######## design 1 ########
### Port wiring, design 1

Scale bar: 20 um.
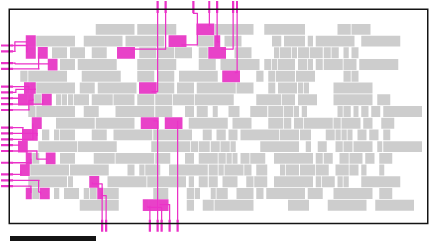

[config.mk]
export PLATFORM = sky130hd
export DESIGN_NAME = sample_tx
export DESIGN_NICKNAME = d
export VERILOG_FILES = /design/src/rtl/logip_pkg.sv /design/src/rtl/uart_byte_tx.sv /design/src/rtl/sample_tx.sv
export SDC_FILE = /design/constraint.sdc
export NUM_CORES = 1
export LEC_CHECK = 0
export CORE_ASPECT_RATIO = 0.5
export CORE_UTILIZATION = 63
export DETAILED_ROUTE_END_ITERATION = 12
export DONT_BUFFER_PORTS = 1
export GPL_TIMING_DRIVEN = 1
export HOLD_SLACK_MARGIN = 0.05
export PLACE_DENSITY = 0.8
export SYNTH_ARGS = -nofsm -noshare
export SYNTH_HDL_FRONTEND = slang
export SYNTH_HIERARCHICAL = 1
export SYNTH_SLANG_ARGS = --single-unit
[constraint.sdc]
create_clock -name clk_i -period 4.4 [get_ports clk_i]
set_clock_uncertainty 0.1 [all_clocks]
set_input_delay 0.88 -clock clk_i [delete_from_list [all_inputs] [get_ports clk_i]]
set_output_delay 0.88 -clock clk_i [all_outputs]
set_load 0.05 [all_outputs]
[src/rtl/logip_pkg.sv]
// rtl/logip_pkg.sv - shared types and constants for the logic-analyzer back channel
package logip_pkg;

   typedef enum logic [1:0] {IDLE, START, DATA, STOP} tx_state_t;

   localparam int UART_FRAME_BITS = 10;
   localparam int MAX_TX_BYTES    = 4;

   function automatic logic [2:0] clamp_width(input logic [2:0] w);
      return (w > 3'(MAX_TX_BYTES)) ? 3'(MAX_TX_BYTES) : w;
   endfunction

endpackage

[src/rtl/uart_byte_tx.sv]
// rtl/uart_byte_tx.sv - 8N1 byte serializer with baud counter
module uart_byte_tx
   import logip_pkg::*;
#(
   parameter int CLK_PER_BIT = 868
) (
   input  logic       clk_i,
   input  logic       rst_in,
   input  logic       stb_i,
   input  logic [7:0] data_i,
   output logic       rdy_o,
   output logic       tx_o
);

   localparam int BW = (CLK_PER_BIT > 1) ? $clog2(CLK_PER_BIT) : 1;
   localparam logic [BW-1:0] BAUD_LAST = BW'(CLK_PER_BIT - 1);
   localparam int DATA_BITS = UART_FRAME_BITS - 2;

   tx_state_t     state, state_n;
   logic [BW-1:0] baud, baud_n;
   logic [2:0]    bit_cnt, bit_n;
   logic [7:0]    shift, shift_n;
   logic          tx, tx_n;
   logic          last;

   assign last  = (baud == BAUD_LAST);
   // Ready during the final stop-bit cycle so the next byte starts with no gap.
   assign rdy_o = (state == IDLE) || ((state == STOP) && last);
   assign tx_o  = tx;

   always_ff @(posedge clk_i or negedge rst_in) begin
      if (!rst_in) begin
         state   <= IDLE;
         baud    <= '0;
         bit_cnt <= '0;
         shift   <= '0;
         tx      <= 1'b1;
      end else begin
         state   <= state_n;
         baud    <= baud_n;
         bit_cnt <= bit_n;
         shift   <= shift_n;
         tx      <= tx_n;
      end
   end

   always_comb begin
      state_n = state;
      baud_n  = baud;
      bit_n   = bit_cnt;
      shift_n = shift;
      tx_n    = tx;
      case (state)
         IDLE: begin
            if (stb_i) begin
               state_n = START;
               shift_n = data_i;
               baud_n  = '0;
               tx_n    = 1'b0;
            end
         end
         START: begin
            if (last) begin
               state_n = DATA;
               baud_n  = '0;
               bit_n   = '0;
               tx_n    = shift[0];
               shift_n = shift >> 1;
            end else begin
               baud_n = baud + 1'b1;
            end
         end
         DATA: begin
            if (last) begin
               baud_n = '0;
               if (bit_cnt == 3'(DATA_BITS - 1)) begin
                  state_n = STOP;
                  tx_n    = 1'b1;
               end else begin
                  bit_n   = bit_cnt + 3'd1;
                  tx_n    = shift[0];
                  shift_n = shift >> 1;
               end
            end else begin
               baud_n = baud + 1'b1;
            end
         end
         STOP: begin
            if (last) begin
               baud_n = '0;
               if (stb_i) begin
                  state_n = START;
                  shift_n = data_i;
                  tx_n    = 1'b0;
               end else begin
                  state_n = IDLE;
               end
            end else begin
               baud_n = baud + 1'b1;
            end
         end
         default: begin
            state_n = IDLE;
            baud_n  = '0;
            tx_n    = 1'b1;
         end
      endcase
   end

endmodule

[src/rtl/sample_tx.sv]
// rtl/sample_tx.sv - word-to-UART transmitter, sends 0..4 bytes per strobe LSB byte first
module sample_tx
   import logip_pkg::*;
#(
   parameter int WIDTH       = 32,
   parameter int CLK_PER_BIT = 868
) (
   input  logic             clk_i,
   input  logic             rst_in,
   input  logic             tx_stb_i,
   input  logic [2:0]       tx_width_i,
   input  logic [WIDTH-1:0] data_i,
   output logic             tx_rdy_o,
   output logic             tx_o
);

   logic             busy;
   logic [2:0]       byte_cnt;
   logic [WIDTH-1:0] word;
   logic [2:0]       n;
   logic             accept;
   logic             byte_stb;
   logic             byte_rdy;
   logic [7:0]       byte_data;

   assign n        = clamp_width(tx_width_i);
   assign accept   = tx_stb_i && !busy;
   assign tx_rdy_o = !busy;

   // First byte bypasses the register so the start bit appears the cycle after the strobe.
   always_comb begin
      byte_stb  = 1'b0;
      byte_data = word[15:8];
      if (accept && (n != 3'd0)) begin
         byte_stb  = 1'b1;
         byte_data = data_i[7:0];
      end else if (busy && byte_rdy && (byte_cnt > 3'd1)) begin
         byte_stb = 1'b1;
      end
   end

   always_ff @(posedge clk_i or negedge rst_in) begin
      if (!rst_in) begin
         busy     <= 1'b0;
         byte_cnt <= '0;
         word     <= '0;
      end else if (accept) begin
         word     <= data_i;
         byte_cnt <= n;
         busy     <= (n != 3'd0);
      end else if (busy && byte_rdy) begin
         if (byte_cnt > 3'd1) begin
            word     <= word >> 8;
            byte_cnt <= byte_cnt - 3'd1;
         end else begin
            byte_cnt <= '0;
            busy     <= 1'b0;
         end
      end
   end

   uart_byte_tx #(
      .CLK_PER_BIT(CLK_PER_BIT)
   ) u_byte_tx (
      .clk_i (clk_i),
      .rst_in(rst_in),
      .stb_i (byte_stb),
      .data_i(byte_data),
      .rdy_o (byte_rdy),
      .tx_o  (tx_o)
   );

endmodule
######## design 2 ########
[config.mk]
export PLATFORM = sky130hd
export DESIGN_NAME = y_event_monitor
export DESIGN_NICKNAME = d
export VERILOG_FILES = /design/src/rtl/y_event_monitor.sv
export SDC_FILE = /design/constraint.sdc
export NUM_CORES = 1
export LEC_CHECK = 0
export CAP_MARGIN = 40
export CORE_MARGIN = 5
export CORE_UTILIZATION = 60
export DETAILED_ROUTE_END_ITERATION = 10
export DONT_BUFFER_PORTS = 1
export PLACE_DENSITY = 0.74
export SLEW_MARGIN = 0
export SYNTH_ARGS = -nofsm -noshare
export SYNTH_HDL_FRONTEND = slang
export SYNTH_SLANG_ARGS = --single-unit
[constraint.sdc]
create_clock -name clk -period 4.7 [get_ports clk]
set_clock_uncertainty 0.15 [all_clocks]
set_input_delay 0.47 -clock clk [delete_from_list [all_inputs] [get_ports clk]]
set_output_delay 0.47 -clock clk [all_outputs]
set_load 0.02 [all_outputs]
[src/rtl/y_event_monitor.sv]
// y_event_monitor: synchronises an async pulse line, counts rising edges,
// measures pulse width and serves a four-phase snapshot read handshake.
module y_event_monitor #(
  parameter int CNT_W       = 8,
  parameter int CLR_ON_READ = 1
) (
  input  logic             clk,
  input  logic             rst_n,
  input  logic             y_in,
  input  logic             clear,
  input  logic             rd_req,
  output logic             rd_ack,
  output logic [CNT_W-1:0] rd_count,
  output logic [CNT_W-1:0] rd_width,
  output logic             rd_ovf,
  output logic             y_sync
);

  localparam logic [CNT_W-1:0] MAX = '1;
  localparam logic [CNT_W-1:0] ONE = CNT_W'(1);

  localparam logic [1:0] S_IDLE = 2'd0;
  localparam logic [1:0] S_SNAP = 2'd1;
  localparam logic [1:0] S_ACK  = 2'd2;
  localparam logic [1:0] S_DONE = 2'd3;

  logic             s1;
  logic             s2;
  logic             y_prev;
  logic             rise;
  logic             fall;
  logic             snap;
  logic             clr_rd;
  logic [CNT_W-1:0] count;
  logic             ovf;
  logic [CNT_W-1:0] wcnt;
  logic [CNT_W-1:0] last_width;
  logic [1:0]       state;
  logic [1:0]       state_nx;

  assign y_sync = s2;
  assign rise   = s2 & ~y_prev;
  assign fall   = ~s2 & y_prev;
  assign snap   = (state == S_SNAP);
  assign clr_rd = snap && (CLR_ON_READ != 0);

  always_ff @(posedge clk or negedge rst_n) begin
    if (!rst_n) begin
      s1     <= 1'b0;
      s2     <= 1'b0;
      y_prev <= 1'b0;
    end else begin
      s1     <= y_in;
      s2     <= s1;
      y_prev <= s2;
    end
  end

  // Read-clear wins over a saturating increment; a same-cycle edge restarts at 1.
  always_ff @(posedge clk or negedge rst_n) begin
    if (!rst_n) begin
      count <= '0;
      ovf   <= 1'b0;
    end else if (clear) begin
      count <= '0;
      ovf   <= 1'b0;
    end else if (clr_rd) begin
      count <= rise ? ONE : '0;
      ovf   <= 1'b0;
    end else if (rise) begin
      if (count == MAX) begin
        ovf <= 1'b1;
      end else begin
        count <= count + ONE;
      end
    end
  end

  always_ff @(posedge clk or negedge rst_n) begin
    if (!rst_n) begin
      wcnt       <= '0;
      last_width <= '0;
    end else if (clear) begin
      wcnt       <= '0;
      last_width <= '0;
    end else begin
      if (rise) begin
        wcnt <= ONE;
      end else if (s2 && y_prev && (wcnt != MAX)) begin
        wcnt <= wcnt + ONE;
      end
      if (fall) begin
        last_width <= wcnt;
      end
    end
  end

  always_comb begin
    state_nx = state;
    unique case (state)
      S_IDLE: if (rd_req) state_nx = S_SNAP;
      S_SNAP: state_nx = S_ACK;
      S_ACK:  if (!rd_req) state_nx = S_DONE;
      S_DONE: state_nx = S_IDLE;
      default: state_nx = S_IDLE;
    endcase
  end

  // Registered ack: asserts the cycle after entering ACK, two edges after the request.
  always_ff @(posedge clk or negedge rst_n) begin
    if (!rst_n) begin
      state    <= S_IDLE;
      rd_ack   <= 1'b0;
      rd_count <= '0;
      rd_width <= '0;
      rd_ovf   <= 1'b0;
    end else begin
      state  <= state_nx;
      rd_ack <= (state == S_ACK) && rd_req;
      if (snap) begin
        rd_count <= count;
        rd_width <= last_width;
        rd_ovf   <= ovf;
      end
    end
  end

endmodule

######## design 3 ########
[src/rtl/calc_pkg.sv]
// calc_pkg: shared state encoding, key codes and operator encodings for the calculator sequencer
package calc_pkg;
  typedef enum logic [2:0] {
    ENTER_A = 3'd0,
    ENTER_B = 3'd1,
    EXEC    = 3'd2,
    SHOW    = 3'd3,
    ERR     = 3'd4
  } state_t;
  localparam logic [3:0] KEY_ADD = 4'hA;
  localparam logic [3:0] KEY_SUB = 4'hB;
  localparam logic [3:0] KEY_CLR = 4'hC;
  localparam logic [3:0] KEY_ENT = 4'hE;
  localparam logic OP_ADD = 1'b0;
  localparam logic OP_SUB = 1'b1;
endpackage

[src/rtl/calc_sequencer_key_classifier.sv]
// key_classifier: combinational decode of a key code into digit/operator/enter/clear classes
//   key_code : decoded keypad value
//   is_digit : 0-9
//   is_op    : add or subtract
//   is_ent   : enter/equals
//   is_clr   : clear
// Codes D and F fall into no class and are therefore ignored upstream.
module key_classifier
  import calc_pkg::*;
(
  input  logic [3:0] key_code,
  output logic       is_digit,
  output logic       is_op,
  output logic       is_ent,
  output logic       is_clr
);
  always_comb begin
    is_digit = key_code <= 4'd9;
    is_op = (key_code == KEY_ADD) || (key_code == KEY_SUB);
    is_ent = key_code == KEY_ENT;
    is_clr = key_code == KEY_CLR;
  end
endmodule

[src/rtl/calc_sequencer.sv]
// calc_sequencer: control FSM capturing operand A, operator and operand B, launching the ALU and holding the result
//   clk, reset (async, active-low)
//   key_valid/key_code        : decoded key events
//   operand_in/operand_ovr    : current entry value and its out-of-range flag
//   alu_done/alu_result/alu_ovf : ALU completion
//   entry_clear, op_a, op_b, alu_op, alu_start : datapath control (all registered)
//   result_out, result_valid, error, state_dbg : display/status (all registered)
module calc_sequencer
  import calc_pkg::*;
#(
  parameter int DIGITS  = 4,
  parameter int TIMEOUT = 15,
  parameter int TO_W    = 4
) (
  input  logic       clk,
  input  logic       reset,
  input  logic       key_valid,
  input  logic [3:0] key_code,
  input  logic [7:0] operand_in,
  input  logic       operand_ovr,
  input  logic       alu_done,
  input  logic [7:0] alu_result,
  input  logic       alu_ovf,
  output logic       entry_clear,
  output logic [7:0] op_a,
  output logic [7:0] op_b,
  output logic       alu_op,
  output logic       alu_start,
  output logic [7:0] result_out,
  output logic       result_valid,
  output logic       error,
  output logic [2:0] state_dbg
);
  localparam int DC_W = $clog2(DIGITS + 1);
  state_t state, state_n;
  logic [DC_W-1:0] digit_cnt, digit_cnt_n;
  logic [TO_W-1:0] to_cnt, to_cnt_n;
  logic [7:0] shadow, op_a_n, op_b_n, result_n;
  logic shadow_ovr, dig_d;
  logic alu_op_n, entry_clear_n, alu_start_n, result_valid_n;
  logic is_digit, is_op, is_ent, is_clr;
  logic kd, ko, ke, kc, key_op;
  key_classifier u_cls (
    .key_code(key_code),
    .is_digit(is_digit),
    .is_op(is_op),
    .is_ent(is_ent),
    .is_clr(is_clr)
  );
  assign kd = key_valid & is_digit;
  assign ko = key_valid & is_op;
  assign ke = key_valid & is_ent;
  assign kc = key_valid & is_clr;
  assign key_op = key_code == KEY_SUB ? OP_SUB : OP_ADD;
  assign state_dbg = state;
  always_comb begin
    state_n = state;
    digit_cnt_n = digit_cnt;
    to_cnt_n = to_cnt;
    op_a_n = op_a;
    op_b_n = op_b;
    alu_op_n = alu_op;
    result_n = result_out;
    result_valid_n = result_valid;
    entry_clear_n = 1'b0;
    alu_start_n = 1'b0;
    if (kc) begin
      state_n = ENTER_A;
      entry_clear_n = 1'b1;
      digit_cnt_n = '0;
      result_valid_n = 1'b0;
    end else begin
      case (state)
        ENTER_A, ENTER_B: begin
          if (kd) begin
            if (digit_cnt == DC_W'(DIGITS)) state_n = ERR;
            else digit_cnt_n = digit_cnt + 1'b1;
          end else if (ko && state == ENTER_B) begin
            alu_op_n = key_op;
          end else if (ko && digit_cnt != '0) begin
            if (shadow_ovr) state_n = ERR;
            else begin
              op_a_n = shadow;
              alu_op_n = key_op;
              entry_clear_n = 1'b1;
              digit_cnt_n = '0;
              state_n = ENTER_B;
            end
          end else if (ke && state == ENTER_B && digit_cnt != '0) begin
            if (shadow_ovr) state_n = ERR;
            else begin
              op_b_n = shadow;
              entry_clear_n = 1'b1;
              digit_cnt_n = '0;
              alu_start_n = 1'b1;
              to_cnt_n = '0;
              state_n = EXEC;
            end
          end
        end
        EXEC: begin
          if (alu_done) begin
            result_n = alu_result;
            result_valid_n = 1'b1;
            state_n = alu_ovf ? ERR : SHOW;
          end else if (to_cnt == TO_W'(TIMEOUT)) begin
            state_n = ERR;
          end else begin
            to_cnt_n = to_cnt + 1'b1;
          end
        end
        SHOW: begin
          // The digit already landed in the shift register cleared at the E key, so it counts as the first digit.
          if (kd) begin
            result_valid_n = 1'b0;
            digit_cnt_n = DC_W'(1);
            state_n = ENTER_A;
          end else if (ko) begin
            op_a_n = result_out;
            alu_op_n = key_op;
            entry_clear_n = 1'b1;
            digit_cnt_n = '0;
            state_n = ENTER_B;
          end
        end
        default: ;
      endcase
    end
  end
  always_ff @(posedge clk or negedge reset) begin
    if (!reset) begin
      state <= ENTER_A;
      digit_cnt <= '0;
      to_cnt <= '0;
      op_a <= '0;
      op_b <= '0;
      alu_op <= OP_ADD;
      result_out <= '0;
      result_valid <= 1'b0;
      entry_clear <= 1'b0;
      alu_start <= 1'b0;
      error <= 1'b0;
      shadow <= '0;
      shadow_ovr <= 1'b0;
      dig_d <= 1'b0;
    end else begin
      state <= state_n;
      digit_cnt <= digit_cnt_n;
      to_cnt <= to_cnt_n;
      op_a <= op_a_n;
      op_b <= op_b_n;
      alu_op <= alu_op_n;
      result_out <= result_n;
      result_valid <= result_valid_n;
      entry_clear <= entry_clear_n;
      alu_start <= alu_start_n;
      error <= state_n == ERR;
      // The entry path updates operand_in one cycle after a digit key, so capture it then.
      dig_d <= kd;
      if (dig_d) begin
        shadow <= operand_in;
        shadow_ovr <= operand_ovr;
      end
    end
  end
endmodule

[config.mk]
export PLATFORM = sky130hd
export DESIGN_NAME = calc_sequencer
export DESIGN_NICKNAME = d
export VERILOG_FILES = /design/src/rtl/calc_pkg.sv /design/src/rtl/calc_sequencer_key_classifier.sv /design/src/rtl/calc_sequencer.sv
export SDC_FILE = /design/constraint.sdc
export NUM_CORES = 1
export LEC_CHECK = 0
export CAP_MARGIN = 5
export CORE_MARGIN = 2
export CORE_UTILIZATION = 45
export CTS_CLUSTER_SIZE = 12
export DETAILED_ROUTE_END_ITERATION = 12
export PLACE_DENSITY = 0.88
export RECOVER_POWER = 100
export SLEW_MARGIN = 20
export SYNTH_ARGS = -nofsm -noshare
export SYNTH_HDL_FRONTEND = slang
export SYNTH_HIERARCHICAL = 1
export SYNTH_SLANG_ARGS = --single-unit
[constraint.sdc]
create_clock -name clk -period 2.15 [get_ports clk]
set_clock_uncertainty 0.2 [all_clocks]
set_input_delay 0.215 -clock clk [delete_from_list [all_inputs] [get_ports clk]]
set_output_delay 0.215 -clock clk [all_outputs]
set_load 0.005 [all_outputs]
######## design 4 ########
--- src/rtl/led_pkg.sv ---
// Shared constants and types for the eight-channel LED fader.
package led_pkg;

  localparam int LED_N     = 8;
  localparam int PWM_W_DEF = 8;

  typedef logic [PWM_W_DEF-1:0] led_level_t;
  typedef logic [LED_N-1:0]     led_vec_t;

  // Counter width that stays legal when the count range collapses to one value.
  function automatic int unsigned cnt_width(input int unsigned range_n);
    return (range_n <= 1) ? 1 : $clog2(range_n);
  endfunction

endpackage

--- src/rtl/led_fade_ch.sv ---
// One LED channel: brightness level that ramps toward its on/off target,
// plus the PWM comparator and registered pad drive.
module led_fade_ch #(
  parameter int PWM_W = 8
) (
  input  logic             clk,
  input  logic             rst_ni,
  input  logic             tick_i,
  input  logic             fade_en_i,
  input  logic             on_i,
  input  logic [PWM_W-1:0] pcnt_i,
  output logic             pend_o,
  output logic             led_o
);

  localparam logic [PWM_W-1:0] LMAX = '1;
  localparam logic [PWM_W-1:0] ONE  = PWM_W'(1);

  logic [PWM_W-1:0] level_q, level_d;
  logic [PWM_W-1:0] target;
  logic             led_q;

  assign target = on_i ? LMAX : '0;

  always_comb begin
    level_d = level_q;
    if (!fade_en_i) begin
      level_d = target;
    end else if (tick_i) begin
      if (level_q < target) begin
        level_d = level_q + ONE;
      end else if (level_q > target) begin
        level_d = level_q - ONE;
      end
    end
  end

  always_ff @(posedge clk or negedge rst_ni) begin
    if (!rst_ni) begin
      level_q <= '0;
      led_q   <= 1'b0;
    end else begin
      level_q <= level_d;
      led_q   <= (level_q > pcnt_i);
    end
  end

  // Pending is judged on the next-state level so busy lines up with the level register.
  assign pend_o = (level_d != target);
  assign led_o  = led_q;

endmodule

--- src/rtl/led_fade.sv ---
// LED fader top: free-running fade prescaler and PWM counter shared by
// LED_N channels, with a registered busy flag.
module led_fade
  import led_pkg::*;
#(
  parameter int PRESCALE = 1000,
  parameter int PWM_W    = PWM_W_DEF
) (
  input  logic     clk,
  input  logic     rst,
  input  led_vec_t led_i,
  input  logic     fade_en,
  output led_vec_t led_o,
  output logic     busy
);

  localparam int               PS_W      = cnt_width(PRESCALE);
  localparam logic [PS_W-1:0]  PS_LAST   = PS_W'(PRESCALE - 1);
  localparam logic [PS_W-1:0]  PS_ONE    = PS_W'(1);
  // PWM period is LMAX cycles, so pcnt tops out at LMAX-1.
  localparam logic [PWM_W-1:0] PCNT_LAST = PWM_W'((2 ** PWM_W) - 2);
  localparam logic [PWM_W-1:0] PCNT_ONE  = PWM_W'(1);

  logic [PS_W-1:0]  presc_q, presc_d;
  logic [PWM_W-1:0] pcnt_q, pcnt_d;
  logic             busy_q, busy_d;
  logic             tick;
  led_vec_t         pend;

  always_comb begin
    tick    = (presc_q == PS_LAST);
    presc_d = tick ? '0 : presc_q + PS_ONE;
    pcnt_d  = (pcnt_q == PCNT_LAST) ? '0 : pcnt_q + PCNT_ONE;
    busy_d  = |pend;
  end

  always_ff @(posedge clk or negedge rst) begin
    if (!rst) begin
      presc_q <= '0;
      pcnt_q  <= '0;
      busy_q  <= 1'b0;
    end else begin
      presc_q <= presc_d;
      pcnt_q  <= pcnt_d;
      busy_q  <= busy_d;
    end
  end

  generate
    for (genvar gi = 0; gi < LED_N; gi++) begin : g_ch
      led_fade_ch #(
        .PWM_W (PWM_W)
      ) u_ch (
        .clk       (clk),
        .rst_ni    (rst),
        .tick_i    (tick),
        .fade_en_i (fade_en),
        .on_i      (led_i[gi]),
        .pcnt_i    (pcnt_q),
        .pend_o    (pend[gi]),
        .led_o     (led_o[gi])
      );
    end
  endgenerate

  assign busy = busy_q;

endmodule

--- config.mk ---
export PLATFORM = sky130hd
export DESIGN_NAME = led_fade
export DESIGN_NICKNAME = d
export VERILOG_FILES = /design/src/rtl/led_pkg.sv /design/src/rtl/led_fade_ch.sv /design/src/rtl/led_fade.sv
export SDC_FILE = /design/constraint.sdc
export NUM_CORES = 1
export LEC_CHECK = 0
export CORE_MARGIN = 1.5
export CORE_UTILIZATION = 45
export DETAILED_ROUTE_END_ITERATION = 8
export GPL_ROUTABILITY_DRIVEN = 0
export SLEW_MARGIN = 30
export SYNTH_ARGS = -nofsm -noshare
export SYNTH_HDL_FRONTEND = slang
export SYNTH_HIERARCHICAL = 1
export SYNTH_SLANG_ARGS = --single-unit
--- constraint.sdc ---
create_clock -name clk -period 4.15 [get_ports clk]
set_input_delay 1.0375 -clock clk [delete_from_list [all_inputs] [get_ports clk]]
set_output_delay 1.0375 -clock clk [all_outputs]
set_load 0.1 [all_outputs]
######## design 5 ########
### src/rtl/mcpu_ctrl_pkg.sv
// ============================================================================
// Module      : mcpu_ctrl_pkg
// Description : Shared widths and run-state encoding for the run controller.
// Revision    : 1.0  initial release
// ============================================================================
`default_nettype none

package mcpu_ctrl_pkg;

  localparam int ADDR_W    = 4;
  localparam int DATA_W    = 6;
  localparam int MEM_DEPTH = 16;

  typedef enum logic [1:0] {
    ST_LOAD = 2'b00,
    ST_RUN  = 2'b01,
    ST_DONE = 2'b10,
    ST_BAD  = 2'b11
  } run_state_t;

endpackage

`default_nettype wire

### src/rtl/mcpu_ctrl_mem.sv
// ============================================================================
// Module      : mcpu_ctrl_mem
// Description : 16x6 program/data array, one sync write port, two comb reads.
// Revision    : 1.0  initial release
// ============================================================================
`default_nettype none

module mcpu_ctrl_mem
  import mcpu_ctrl_pkg::*;
(
  input  logic              clk,
  input  logic              i_we,
  input  logic [ADDR_W-1:0] i_waddr,
  input  logic [DATA_W-1:0] i_wdata,
  input  logic [ADDR_W-1:0] i_cpu_raddr,
  output logic [DATA_W-1:0] o_cpu_rdata,
  input  logic [ADDR_W-1:0] i_host_raddr,
  output logic [DATA_W-1:0] o_host_rdata
);

  // Contents survive reset so a program can be rerun without reloading.
  logic [DATA_W-1:0] r_mem [MEM_DEPTH];

  always_ff @(posedge clk) begin
    if (i_we) begin
      r_mem[i_waddr] <= i_wdata;
    end
  end

  assign o_cpu_rdata  = r_mem[i_cpu_raddr];
  assign o_host_rdata = r_mem[i_host_raddr];

endmodule

`default_nettype wire

### src/rtl/mcpu_run_controller.sv
// ============================================================================
// Module      : mcpu_run_controller
// Description : LOAD/RUN/DONE sequencer and memory owner for the 6-bit CPU.
//               Optional watchdog enabled by defining MCPU_WATCHDOG_EN.
// Revision    : 1.0  initial release
// ============================================================================
`default_nettype none

module mcpu_run_controller
  import mcpu_ctrl_pkg::*;
#(
  parameter int              CNT_W      = 8,
  parameter logic [ADDR_W-1:0] HALT_ADDR = 4'hF,
  parameter int              MAX_CYCLES = 200
) (
  input  logic              clk,
  input  logic              rst,
  input  logic              host_valid,
  output logic              host_ready,
  input  logic [ADDR_W-1:0] host_addr,
  input  logic [DATA_W-1:0] host_wdata,
  output logic [DATA_W-1:0] host_rdata,
  input  logic              host_start,
  output logic              cpu_rst_n,
  input  logic [ADDR_W-1:0] cpu_addr,
  input  logic [DATA_W-1:0] cpu_wdata,
  input  logic              cpu_we_n,
  output logic [DATA_W-1:0] cpu_rdata,
  output logic [1:0]        run_state,
  output logic [DATA_W-1:0] result,
  output logic              timeout,
  output logic [CNT_W-1:0]  cycle_cnt
);

`ifdef MCPU_WATCHDOG_EN
  localparam logic c_WDOG_EN = 1'b1;
`else
  localparam logic c_WDOG_EN = 1'b0;
`endif
  localparam logic [CNT_W-1:0] c_CNT_ONE   = {{(CNT_W-1){1'b0}}, 1'b1};
  localparam logic [CNT_W-1:0] c_CNT_MAX   = {CNT_W{1'b1}};
  localparam logic [CNT_W-1:0] c_WDOG_LAST = CNT_W'(MAX_CYCLES - 1);

  run_state_t        r_state;
  logic              r_cpu_rst_n;
  logic [DATA_W-1:0] r_result;
  logic              r_timeout;
  logic [CNT_W-1:0]  r_cnt;

  logic              w_host_we;
  logic              w_cpu_we;
  logic              w_halt;
  logic              w_wdog_hit;
  logic              w_mem_we;
  logic [ADDR_W-1:0] w_mem_addr;
  logic [DATA_W-1:0] w_mem_data;
  logic [CNT_W-1:0]  w_cnt_next;

  assign host_ready = (r_state != ST_RUN);
  assign w_host_we  = host_valid & host_ready;
  assign w_cpu_we   = (r_state == ST_RUN) & r_cpu_rst_n & ~cpu_we_n;
  assign w_halt     = w_cpu_we & (cpu_addr == HALT_ADDR);
  assign w_wdog_hit = c_WDOG_EN & (r_cnt == c_WDOG_LAST);
  assign w_cnt_next = (r_cnt == c_CNT_MAX) ? r_cnt : r_cnt + c_CNT_ONE;

  // Host and CPU never own the port in the same state, so a plain mux suffices.
  assign w_mem_we   = w_host_we | w_cpu_we;
  assign w_mem_addr = w_cpu_we ? cpu_addr  : host_addr;
  assign w_mem_data = w_cpu_we ? cpu_wdata : host_wdata;

  mcpu_ctrl_mem u_mem (
    .clk          (clk),
    .i_we         (w_mem_we),
    .i_waddr      (w_mem_addr),
    .i_wdata      (w_mem_data),
    .i_cpu_raddr  (cpu_addr),
    .o_cpu_rdata  (cpu_rdata),
    .i_host_raddr (host_addr),
    .o_host_rdata (host_rdata)
  );

  always_ff @(posedge clk) begin
    if (!rst) begin
      r_state     <= ST_LOAD;
      r_cpu_rst_n <= 1'b0;
      r_result    <= '0;
      r_timeout   <= 1'b0;
      r_cnt       <= '0;
    end else begin
      case (r_state)
        ST_LOAD: begin
          if (host_start) begin
            r_state     <= ST_RUN;
            r_cpu_rst_n <= 1'b1;
            r_cnt       <= '0;
            r_timeout   <= 1'b0;
          end
        end
        ST_RUN: begin
          if (w_halt) begin
            r_state     <= ST_DONE;
            r_cpu_rst_n <= 1'b0;
            r_result    <= cpu_wdata;
            r_cnt       <= w_cnt_next;
          end else if (w_wdog_hit) begin
            // Counter freezes on the expiry cycle so it reads MAX_CYCLES-1.
            r_state     <= ST_DONE;
            r_cpu_rst_n <= 1'b0;
            r_timeout   <= 1'b1;
          end else begin
            r_cnt       <= w_cnt_next;
          end
        end
        ST_DONE: begin
          if (host_start) begin
            r_state     <= ST_RUN;
            r_cpu_rst_n <= 1'b1;
            r_cnt       <= '0;
            r_timeout   <= 1'b0;
          end else if (host_valid) begin
            r_state     <= ST_LOAD;
          end
        end
        default: begin
          r_state     <= ST_LOAD;
          r_cpu_rst_n <= 1'b0;
        end
      endcase
    end
  end

  assign cpu_rst_n = r_cpu_rst_n;
  assign run_state = r_state;
  assign result    = r_result;
  assign timeout   = r_timeout;
  assign cycle_cnt = r_cnt;

endmodule

`default_nettype wire

### config.mk
export PLATFORM = sky130hd
export DESIGN_NAME = mcpu_run_controller
export DESIGN_NICKNAME = d
export VERILOG_FILES = /design/src/rtl/mcpu_ctrl_pkg.sv /design/src/rtl/mcpu_ctrl_mem.sv /design/src/rtl/mcpu_run_controller.sv
export SDC_FILE = /design/constraint.sdc
export NUM_CORES = 1
export LEC_CHECK = 0
export CAP_MARGIN = 5
export CORE_UTILIZATION = 45
export DETAILED_ROUTE_END_ITERATION = 8
export PLACE_DENSITY = 0.66
export SYNTH_ARGS = -nofsm -noshare
export SYNTH_HDL_FRONTEND = slang
export SYNTH_HIERARCHICAL = 1
export SYNTH_SLANG_ARGS = --single-unit
### constraint.sdc
create_clock -name clk -period 7.1 [get_ports clk]
set_input_delay 1.42 -clock clk [delete_from_list [all_inputs] [get_ports clk]]
set_output_delay 1.42 -clock clk [all_outputs]
set_load 0.01 [all_outputs]

==> screenshots <==
Routing congestion.
Plate I
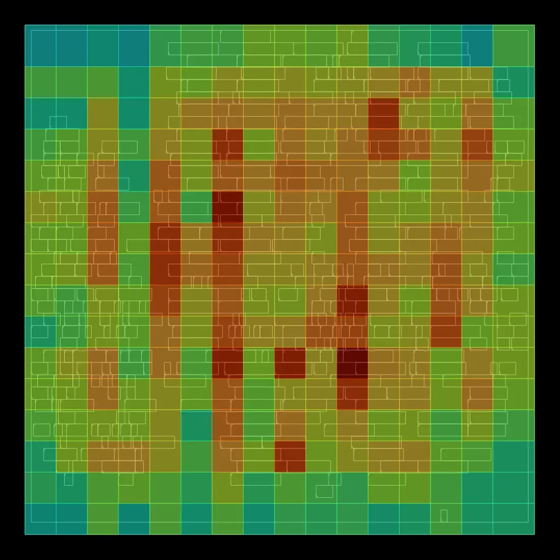
Plate II
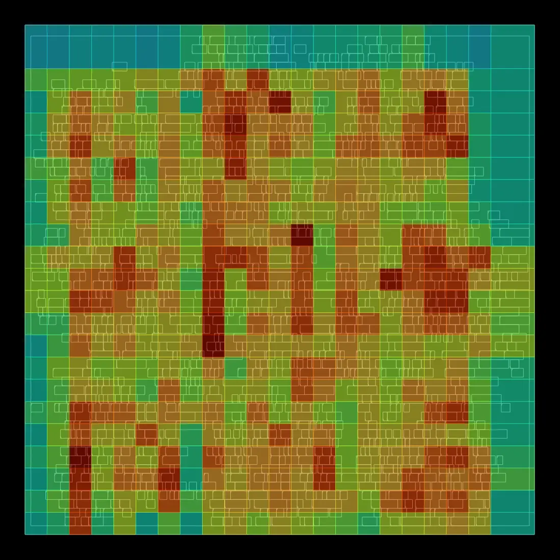
Plate III
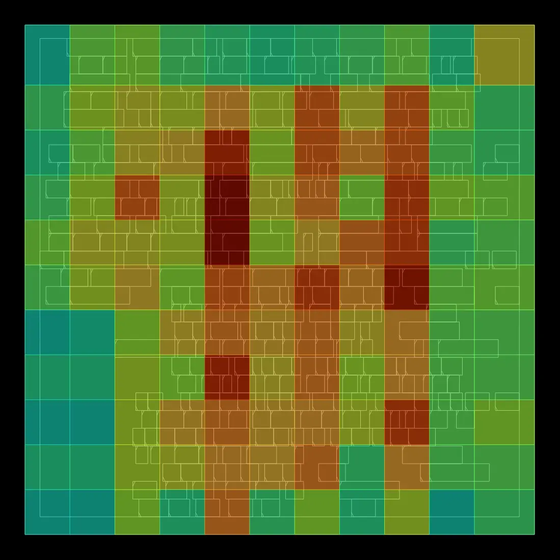
Plate IV
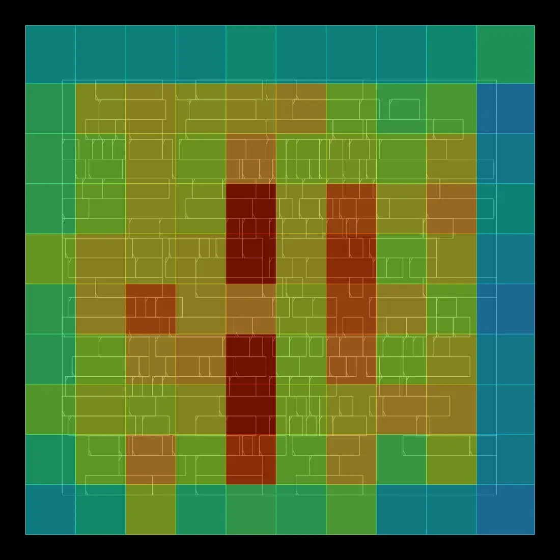
Plate V
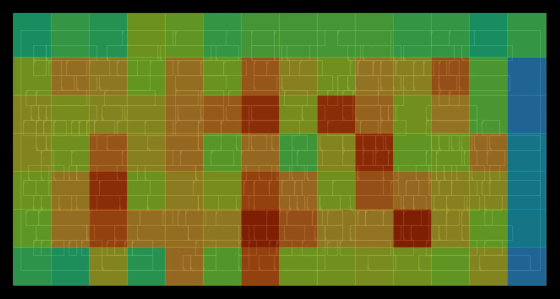
design 1: Plate V
design 5: Plate I
design 4: Plate II
design 3: Plate III
design 2: Plate IV

### Ports around the boundary, design 2

Scale bar: 20 um. Pins as bars across the die edge, other pins in grey.
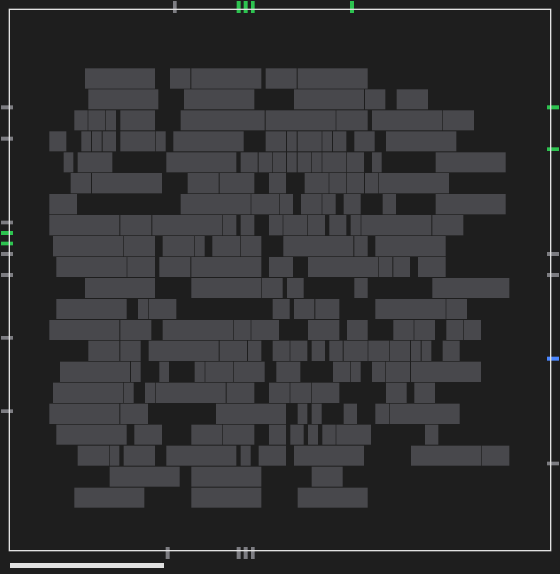
port	colour	pins	direction	edge
`y_sync`	blue	1	output	right
`rd_count`	green	8	output	4 top, 2 left, 2 right
all pins by edge	9 left, 6 right, 5 top, 4 bottom
horizontal die size: 70.1 um
Die Y: 70.1 um
IO buf count: 0

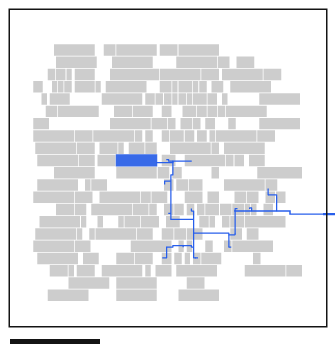
*Port wiring, design 2*
Scale bar: 20 um.
port	colour	direction	end cells	buffers	wire
`y_sync`	blue	output	1	0	101 um
IO Pins: 24

==> changes_impl.md, design 2 <==
### Physical design

- Fin cells: between 200 and 250
- Compound-cell area share of the yosys netlist: 9.82%
- Number of cells on the worst reg-to-reg path: 6
- Part of the cycle the worst path needs: 50.6%
- Post-DR wirelength/cell: 16.5 um
- Worst setup path endpoint: count[5]$_DFFE_PN0P_
- Ant. Diodes: 0
- Highest routed layer: met4
- Clock network contribution to total cell area: roughly 3.6%
- Area taken by flip-flops and latches: roughly 1200 um^2
- Number of endpoints with negative hold slack in the final report: 0
- Synthesized registers: 48
- Post-synthesis cell type count: 38
- Hold worst-path end: wcnt[7]$_DFFE_PN0P_
- Post-synth tally of flip-flops with integrated enable: 0
- Routed via count: around 1400
- Number of buffers on the longest clock path: 2
- Top cell types by occurrence after synthesis: sky130_fd_sc_hd__dfrtp_1 (48), sky130_fd_sc_hd__mux2_2 (18), sky130_fd_sc_hd__nor2_1 (16)
- Top cell type's share of synthesized area: 55.5%
- Destination of the worst register-to-register timing path: count[5]$_DFFE_PN0P_
- Routability cong.: roughly 0.87
- Power share of the clock group: between 20% and 30%
- Placement-stage worst setup slack: 2.36 ns
- Yosys adder share: 2.89%
- Post-route cell area: 2330 um^2
- Post-synthesis net count: 197
- Root buffer selected by CTS: sky130_fd_sc_hd__clkbuf_4
- Run status: complete, no violations
- Worst reg2reg path startpoint: state[1]$_DFFE_PN0P_
- Global route hottest layer: met2
- Hold path start: clear
[design 2: power groups by stage]
stage	registers (uW)	clock network, uW	logic (uW)
finish	466	245	147
global route	470	268	161
CTS	467	253	148
detailed placement	475	0	131
global placement	473	0	122
floorplan	468	0	115
[design 2: worst max-delay path: stages, from the launching register on]
cell and delay (ns):
sky130_fd_sc_hd__dfrtp_1 0.41, sky130_fd_sc_hd__inv_1 0.09, sky130_fd_sc_hd__ha_1 0.74, sky130_fd_sc_hd__or2_2 0.35, sky130_fd_sc_hd__o21ai_0 0.11, sky130_fd_sc_hd__or3_1 0.34
sky130_fd_sc_hd__a21oi_1 0.12
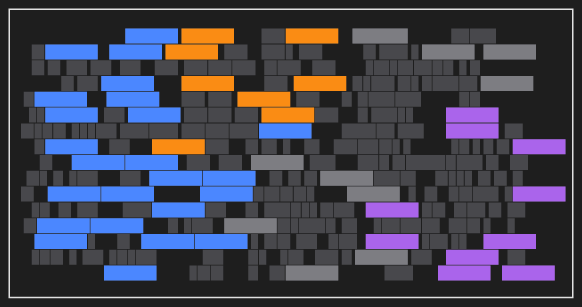
*Sequential cells grouped by signal name, design 1*
Other sequential cells in the stronger grey, the rest of the logic in the fainter grey.
signal	colour	placed flops
`u_byte_tx/baud`	purple	10
`u_byte_tx/shift`	orange	8
`word`	blue	24
not coloured	10
area taken by flip-flops and latches: 1300 um^2
seq pwr: 795 uW
flop share of the area: 44.4%
Post-Route Utilization: 71.5%

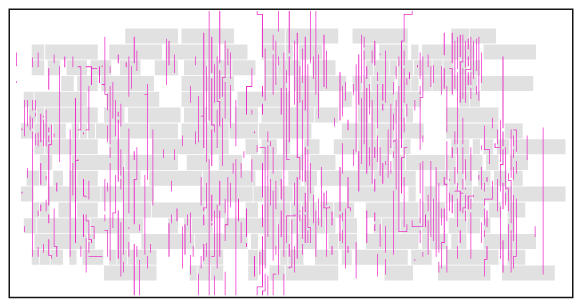
*The metal 2 layer, design 1*
Cells faint in the background.
nets with wire on the layer	260
longest straight run	35.0 um
final wirelength: 5170 um
met2 usage: 39.3%
routed via count: 1959

Notes on 'Port wiring' of design 1 above:
port	colour	direction	end cells	buffers	wire
`data_i`	magenta	input	32	0	281 um
IO buf count: 0
IO Pins: 40

==> changes_impl.md, design 1 <==
### Physical design

- Number of cells in Yosys stat: around 270
- Max FFs per register: 24
- Top cell type's share of synthesized area: 45.1%
- Most flops, register: word
- Placed inst area: 2840 um^2
- Power after layout: 2040 uW
- Share of synthesized area occupied by flip-flops and latches: 46.1%
- Compound-cell area share of the yosys netlist: 14.9%
- Die ar.: 4780 um^2
- Most instantiated flip-flop cell in the synthesis netlist: sky130_fd_sc_hd__dfrtp_1
- Vias in the first global route: approximately 1900
- Cell taking the most area after synthesis: sky130_fd_sc_hd__dfrtp_1
- Type of element capturing the critical path: flop
- Routed via count divided by cell count: 6.16
- Post-synth tally of flip-flops with integrated enable: 0
- Core footprint: 4100 um^2
- Synthesis-to-layout area growth: 3.76%
- Worst-Skew Late Latency: between 0.3 and 0.4 ns
- Slowest Stage Delay on Critical Path: ~0.41 ns
- Number of antenna-violating nets in the routed design: 0
- Post-Synthesis Cells: 265
- Run status: complete, no violations
- Average cell area after synthesis: roughly 11 um^2
- Slew Limit Headroom: 48.9%
- Standard cell with the maximum stage delay on the critical path: sky130_fd_sc_hd__dfrtp_1
- Post-DR wirelength/cell: 16.3 um
- Biggest regs: word (24), u_byte_tx/baud (10), u_byte_tx/shift (8)
- Number of cells on the worst reg-to-reg path: 10
- Register-to-register setup slack: 1.35 ns
- Number of gates given a new drive strength after cts: 0
- Number of sinks driven by the clock tree: around 52
- Worst setup path endpoint: u_byte_tx/state[1]$_DFFE_PN0P_
- Worst setup path start: u_byte_tx/baud[0]$_DFFE_PN0N_
- Unrepaired setup endpoints after global routing: no
- Synthesized registers: 52
- Yosys simple share: 19.1%
- Post-Place Cells: 310
- Crit path depth: 10
- Highest achievable clock rate: 328 MHz
- Class of the worst hold path: input pin to async pin
==> design 1: power by group <==
part	internal [uW]	total, uW	switching (uW)
clock	128	287	160
sequential	664	795	131
combinational	470	955	484
==> design 1: cell type report <==
class	count	area [um^2]
multi-input cells	193	1420
clock inverters	2	15.0
fillers	304	1170
clock buffers	6	82.6
repair buffers	2	15.0
flip-flops and latches	52	1300
inverters	9	33.8
well taps	54	67.6
==> design 1: routing by layer <==
layer	track usage (%)	wire length, um	up-vias
met5	0	0	-
met4	8.71	85	0
met3	5.59	285	7
met2	39.3	2340	58
met1	32.6	2460	943
li1	-	-	951
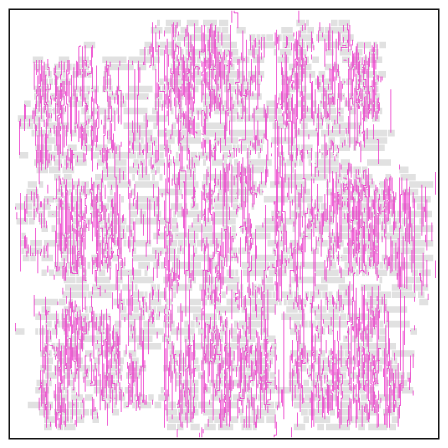
*The metal 2 layer, design 4*
Cells faint in the background.
main direction	vertical
wire length on this layer	14800 um
longest straight run	45.9 um
share of all routed wire	47%
final wirelength: 31200 um
routed via count: 10900

==> changes_impl.md, design 4 <==
### Physical design

- Cell internal power dissipation: between 2000 and 2500 uW
- Top cell types by occurrence after synthesis: sky130_fd_sc_hd__ha_1 (147), sky130_fd_sc_hd__a21oi_1 (104), sky130_fd_sc_hd__nor2_1 (101)
- Hold path start: presc_q[9]$_DFF_PN0_
- Layout clock buffer count: 11
- Post-synthesis cell type count: between 80 and 90
- Highest achievable clock rate: 247 MHz
- Top cell type's share of synthesized area: 20.9%
- Flop share of the area: 16.4%
- Sequential power share: between 30% and 40%
- Post-Syn Area: ~11000 um^2
- Destination of the worst register-to-register timing path: busy$_DFF_PN0_
- Number of gates given a new drive strength after cts: 25
- Run status: complete, no violations
- Crit path depth: 15
- Required time worst endpoint: 4.37 ns
- # H-tree levels: 3
- Count of flip-flops and latches: 91
[design 4: stage by stage]
| step | setup TNS (ns) | setup slack (ns) |
|---|---|---|
| 2_1_floorplan | 0 | 0.385 |
| 3_3_place_gp | -0.536 | -0.536 |
| 3_5_place_dp | -0.548 | -0.548 |
| 4_1_cts | 0 | 0.00332 |
| 5_1_grt | 0 | 0.00297 |
| 6_report | 0 | 0.104 |
[design 4: per-layer routing]
metal	vias to the layer above	GRT usage [%]	share of wire, %
met3	31	2.86	4.4
li1	5408	-	-
met2	249	40.5	47
met1	5247	34.6	47
met4	0	5.25	1.1
met5	-	0	0
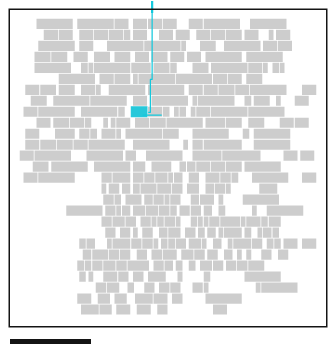
*Port wiring, design 3*
Scale bar: 20 um.
port	colour	direction	end cells	buffers	wire
`operand_ovr`	cyan	input	1	1	30.5 um
IO Pins: 58
IO buf count: 57

==> changes_impl.md, design 3 <==
### Physical design

- Global-route wire length before repair: 10300 um
- Non-clock inverter count: 7
- Post-synth tally of flip-flops with integrated enable: 0
- Number of buffers on the longest clock path: 2
- Total power density per cell area: 802 nW/um^2
- Reported leakage power: 0.00175 uW
- Total routing usage reported by global routing: 21.8%
- Clock tree from TritonCTS: built
- Post-route cell area: 3550 um^2
- Register-to-register setup slack: 0.04 ns
- Run status: complete, no violations
- Share of synthesized area occupied by flip-flops and latches: between 40% and 50%
- Postcts setup bufs: 2
- Top cell type's share of synthesized area: 49.4%
- Final setup vio count: 0
- Number of filler cells placed in the layout: around 420
- Post-synthesis net count: 256
- Initial Utilization: between 40% and 50%
==> design 3: cells by family (layout without fill, tap and decap cells) <==
kind of cell	count (synthesis)	in the layout	synth area share (%)
buffers and inverters	17	115	3.03
DFF	49	49	49.4
AOI/OAI and AO/OA	47	47	12.1
muxes	37	37	16.3
adders and majority gates	3	3	1.51
and+or+nand+nor	74	74	17.7
==> design 3: flip-flops by register name (all words and copies together) (netlist names) <==
signal	flops
op_a	8
op_b	8
result_out	8
shadow	8
to_cnt	4
digit_cnt	3
state_dbg	3
alu_op	1
alu_start	1
dig_d	1
entry_clear	1
error	1
result_valid	1
shadow_ovr	1
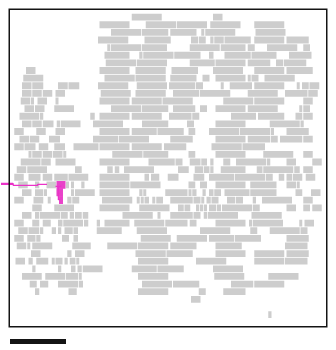
*Port wiring, design 5*
Scale bar: 20 um.
port	colour	direction	end cells	buffers	wire
`host_start`	magenta	input	3	1	21.1 um
IO buf count: 54
IO Pins: 56

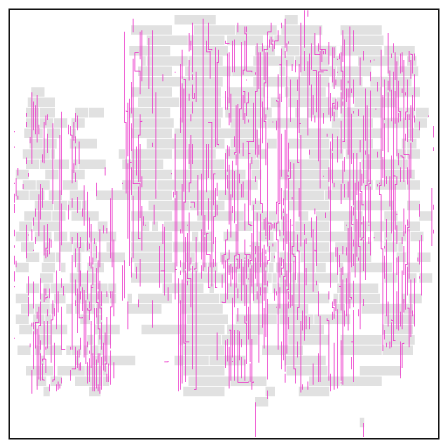
*The metal 2 layer, design 5*
Cells faint in the background.
share of all routed wire	49%
main direction	vertical
routed via count: 3308
met2 usage: 33.5%
final wirelength: 12300 um

==> changes_impl.md, design 5 <==
### Physical design

- Run status: complete, no violations
- Count of flip-flops and latches: about 110
- # H-tree levels: 4
- Type of element capturing the critical path: primary output
- Ant. Diodes: 0
- Hold_ws: just over 0.5 ns
- Number of cells in Yosys stat: 329
- Max FFs per register: 96
- Highest achievable clock rate: about 180 MHz
- Portion of netlist area occupied by mux cells: 24.6%
- Clock buffers created by TritonCTS: 17
- Post-synthesis net count: 355
- Post-synthesis cell type count: 45
- Share of synthesized area occupied by flip-flops and latches: 58.4%
- Final setup vio count: 0
- Count of inserted tapcells: 147
- Remaining global-route overflow: 0
- Total power density per cell area: around 250 nW/um^2
-- design 5: power breakdown --
group	switching, uW	internal (uW)	leakage [uW]
Sequential	5.76	733	0.00100
Clock	286	512	0.000264
Combinational	72.3	71.4	0.000959
Total	364	1320	0.00223
-- design 5: critical path: stages --
cell and delay [ns]:
sky130_fd_sc_hd__clkdlybuf4s50_1 1.08, sky130_fd_sc_hd__buf_4 0.33, sky130_fd_sc_hd__mux4_1 0.58, sky130_fd_sc_hd__a22oi_1 0.19, sky130_fd_sc_hd__nand2_1 0.09, sky130_fd_sc_hd__clkdlybuf4s50_1 0.48

######## design 6 ########
--- config.mk ---
export PLATFORM = sky130hd
export DESIGN_NAME = sipo_frame_ctrl
export DESIGN_NICKNAME = d
export VERILOG_FILES = /design/src/rtl/sipo_frame_ctrl.sv
export SDC_FILE = /design/constraint.sdc
export NUM_CORES = 1
export LEC_CHECK = 0
export CORE_AREA = 5 5 42 44
export DETAILED_ROUTE_END_ITERATION = 12
export DIE_AREA = 0 0 47 49
export PLACE_DENSITY = 0.9
export SLEW_MARGIN = 20
export SYNTH_ARGS = -nofsm -noshare
export SYNTH_HDL_FRONTEND = slang
export SYNTH_SLANG_ARGS = --single-unit
--- constraint.sdc ---
create_clock -name clk1 -period 3.26 [get_ports clk1]
set_input_delay 0.652 -clock clk1 [delete_from_list [all_inputs] [get_ports clk1]]
set_output_delay 0.652 -clock clk1 [all_outputs]
set_load 0.01 [all_outputs]
--- src/rtl/sipo_frame_ctrl.sv ---
// Frame controller for the SIPO shift-register datapath: gates the shift
// enable for one WIDTH-bit frame, then hands the word to a holding register
// with a valid/ready handshake and a sticky overrun flag.
//
// state | meaning
// IDLE  | waiting for start1; bit_vld and abort1 ignored
// SHIFT | collecting qualified bits; abort1 drops the partial word
module sipo_frame_ctrl #(
    parameter int WIDTH = 4,
    parameter int CNTW  = 3
) (
    input  logic             clk1,
    input  logic             rstn1,
    input  logic             start1,
    input  logic             abort1,
    input  logic             in1,
    input  logic             bit_vld,
    output logic             shift_en,
    output logic [CNTW-1:0]  cnt,
    output logic [WIDTH-1:0] pout,
    output logic             pvld,
    input  logic             prdy,
    output logic             busy,
    output logic             ovr,
    input  logic             clr_ovr
);

    typedef enum logic {
        IDLE  = 1'b0,
        SHIFT = 1'b1
    } state_t;

    state_t state_q, state_d;

    // Only WIDTH-1 bits need storing; the final bit is taken straight from in1.
    logic [WIDTH-2:0] sreg;
    logic [WIDTH-1:0] word;
    logic             last_bit;
    logic             done;
    logic             load;
    logic             drop;

    assign word     = {sreg, in1};
    assign last_bit = (cnt == CNTW'(WIDTH - 1));

    // Word completion either loads the holding register or, when the old
    // word is still pending and not being drained, is counted as an overrun.
    assign load = done && (!pvld || prdy);
    assign drop = done && pvld && !prdy;

    // State register.
    always_ff @(posedge clk1 or negedge rstn1) begin
        if (!rstn1) begin
            state_q <= IDLE;
        end else begin
            state_q <= state_d;
        end
    end

    // Next-state and shift gating; abort1 beats a coincident final bit.
    always_comb begin
        state_d  = state_q;
        shift_en = 1'b0;
        busy     = 1'b0;
        done     = 1'b0;
        case (state_q)
            IDLE: begin
                if (start1) begin
                    state_d = SHIFT;
                end
            end
            SHIFT: begin
                busy = 1'b1;
                if (abort1) begin
                    state_d = IDLE;
                end else if (bit_vld) begin
                    shift_en = 1'b1;
                    if (last_bit) begin
                        done    = 1'b1;
                        state_d = IDLE;
                    end
                end
            end
        endcase
    end

    // Bit counter and partial-word shift register.
    always_ff @(posedge clk1 or negedge rstn1) begin
        if (!rstn1) begin
            cnt  <= '0;
            sreg <= '0;
        end else if (state_q == IDLE) begin
            if (start1) begin
                cnt  <= '0;
                sreg <= '0;
            end
        end else if (abort1) begin
            cnt <= '0;
        end else if (shift_en) begin
            if (last_bit) begin
                cnt <= '0;
            end else begin
                cnt  <= cnt + CNTW'(1);
                sreg <= word[WIDTH-2:0];
            end
        end
    end

    // Holding register: a load on a draining edge keeps pvld high.
    always_ff @(posedge clk1 or negedge rstn1) begin
        if (!rstn1) begin
            pout <= '0;
            pvld <= 1'b0;
        end else if (load) begin
            pout <= word;
            pvld <= 1'b1;
        end else if (pvld && prdy) begin
            pvld <= 1'b0;
        end
    end

    // Sticky overrun; a new drop wins over a coincident clear.
    always_ff @(posedge clk1 or negedge rstn1) begin
        if (!rstn1) begin
            ovr <= 1'b0;
        end else if (drop) begin
            ovr <= 1'b1;
        end else if (clr_ovr) begin
            ovr <= 1'b0;
        end
    end

endmodule
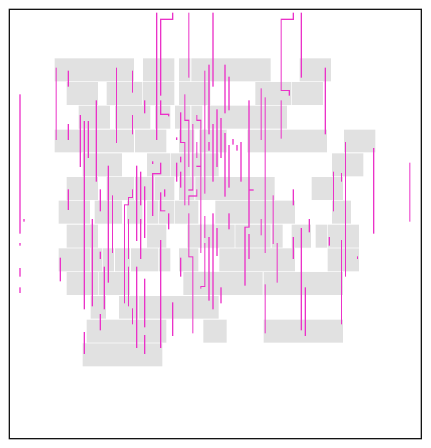
*The metal 2 layer, design 6*
Cells faint in the background.
share of all routed wire	49%
wire length on this layer	599 um
main direction	vertical
longest straight run	21.4 um
nets with wire on the layer	73
routed via count: 480
met2 usage: 20.1%

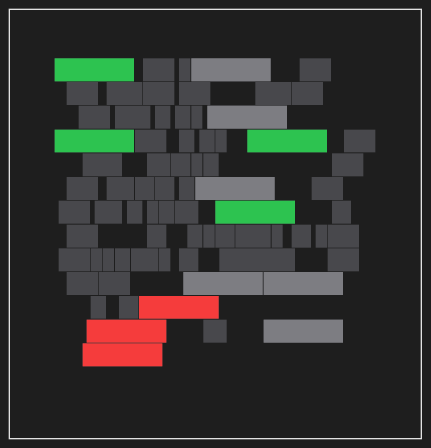
*Sequential cells grouped by signal name, design 6*
Other sequential cells in the stronger grey, the rest of the logic in the fainter grey.
signal	colour	placed flops
`pout`	green	4
`cnt`	red	3
not coloured	6
flop share of the area: 39.8%
area taken by flip-flops and latches: 325 um^2

logic make-up after synthesis:
group	after synthesis	share of synthesized area, %
adder cells (fa/ha/maj)	1	2.10
AND/OR/NAND/NOR	22	22.9
flip-flops	13	54.6
multiplexers	5	9.24
buffers and inverters	3	1.89
AND-OR/OR-AND	10	9.24
area by class of cell:
type	instances	area share [%]
Tap cell	16	2.45
Multi-Input combinational cell	38	31.7
Clock buffer	4	3.21
Sequential cell	13	39.8
Timing Repair Buffer	18	22.0
Inverter	2	0.917
==> changes_impl.md <==
### Physical design

- Reported max-cap violation count: 0
- Class of the worst hold path: flop to flop
- Largest cells by area after synthesis: sky130_fd_sc_hd__dfrtp_1 (55%), sky130_fd_sc_hd__mux2_2 (7.6%), sky130_fd_sc_hd__o21ai_0 (4.2%)
- Cell taking the most area after synthesis: sky130_fd_sc_hd__dfrtp_1
- Routed via count divided by cell count: 5.27
- Worst setup path endpoint: shift_en
- Highest achievable clock rate: 370 MHz
- Cts hold-fix bufs: 0
- Hold path start: pout[0]$_DFFE_PN0P_
- Sw power: 80.9 uW
- Number of endpoints with negative hold slack in the final report: 0
- Top Consumer: registers
- Transition at the pin with the smallest max-transition slack: ~0.56 ns
- Global-route wire length before repair: 2120 um
- Run status: complete, no violations
- Async SR Flop Fraction: 100%
- Min cycle time layout: 2.70 ns
- Cell internal power dissipation: about 240 uW
- Most flops, register: pout
- Number of filler cells placed in the layout: 126
- Placed inst area: 792 um^2
- Most frequently placed logic cell in the final layout: sky130_fd_sc_hd__clkdlybuf4s50_1
- Die ar.: about 2300 um^2
- Average cell area after synthesis: around 11 um^2
- Layout Nets: 85
- Maximum number of pins on one net before global-route repair: 14
- Number of sinks driven by the clock tree: 13
- Half-perimeter wire length of the detailed placement result: 962 um
- Synthesis area per yosys: 596 um^2
- Final setup vio count: 0
- Die Y: slightly below 50 um
- Critical Setup Path Class: input pin to primary output
- Post-DR wirelength/cell: between 10 and 15 um
- Met3 WL post-DR: 88 um
- Number of antenna-violating nets in the routed design: 0
- Cell repeated most along the worst path: sky130_fd_sc_hd__clkdlybuf4s50_1
- Part of the cycle the worst path needs: 82.9%
- Routability cong.: between 0.8 and 0.9
- Worst reg2reg path startpoint: cnt[0]$_DFFE_PN0P_
- Share of synthesized area occupied by flip-flops and latches: 54.6%
- Root buffer selected by CTS: sky130_fd_sc_hd__clkbuf_4
- Worst-Skew Late Latency: 0.27 ns
- Top cell type's share of synthesized area: 54.6%
- Largest delay share family, worst path: buffers and inverters


## Gallery

Signal wires on met1.
Supply wires on this layer in grey. Cells faint in the background.
picture 1
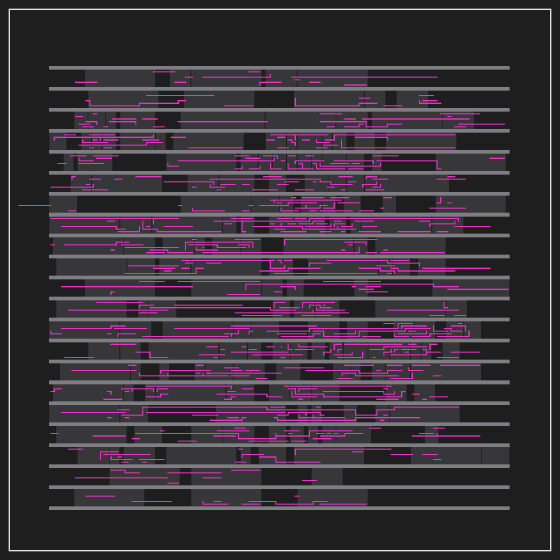
picture 2
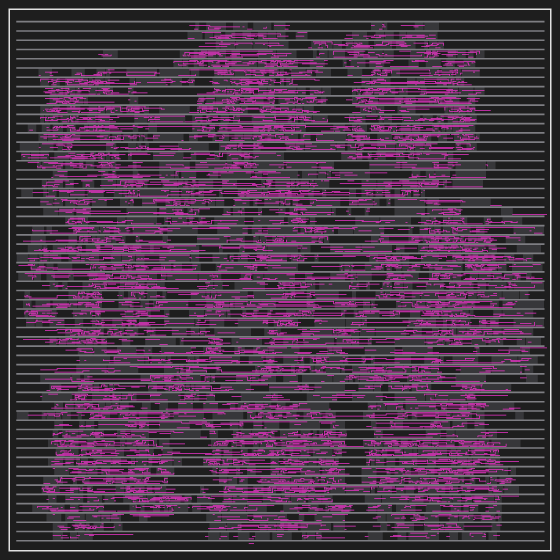
picture 3
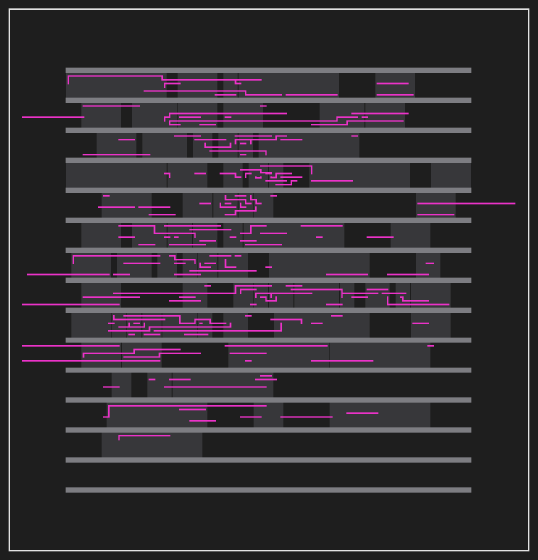
picture 4
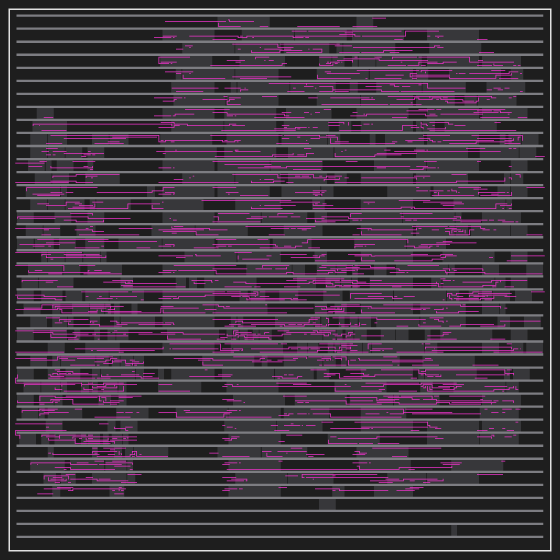
picture 5
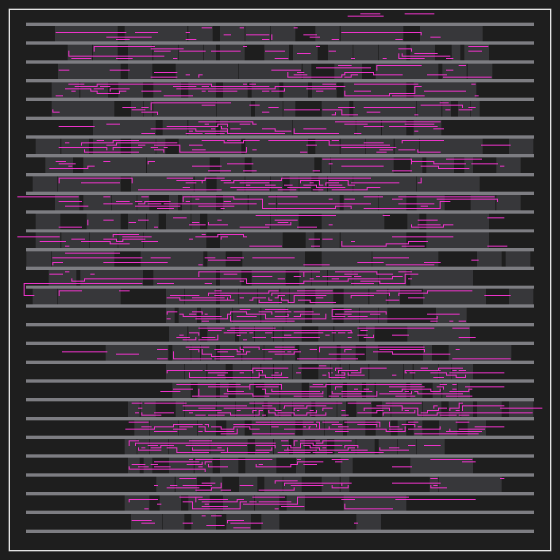
picture 6
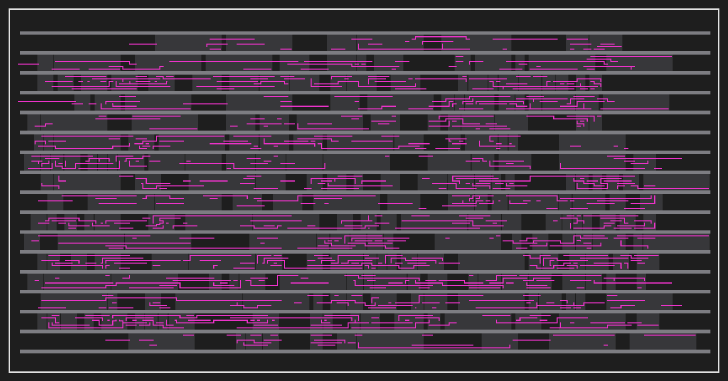
design 5: picture 4
design 6: picture 3
design 2: picture 1
design 1: picture 6
design 4: picture 2
design 3: picture 5

Key to picture 4:
wire length on this layer	5450 um
main direction	horizontal

Power is estimated from default activity; no workload was simulated.
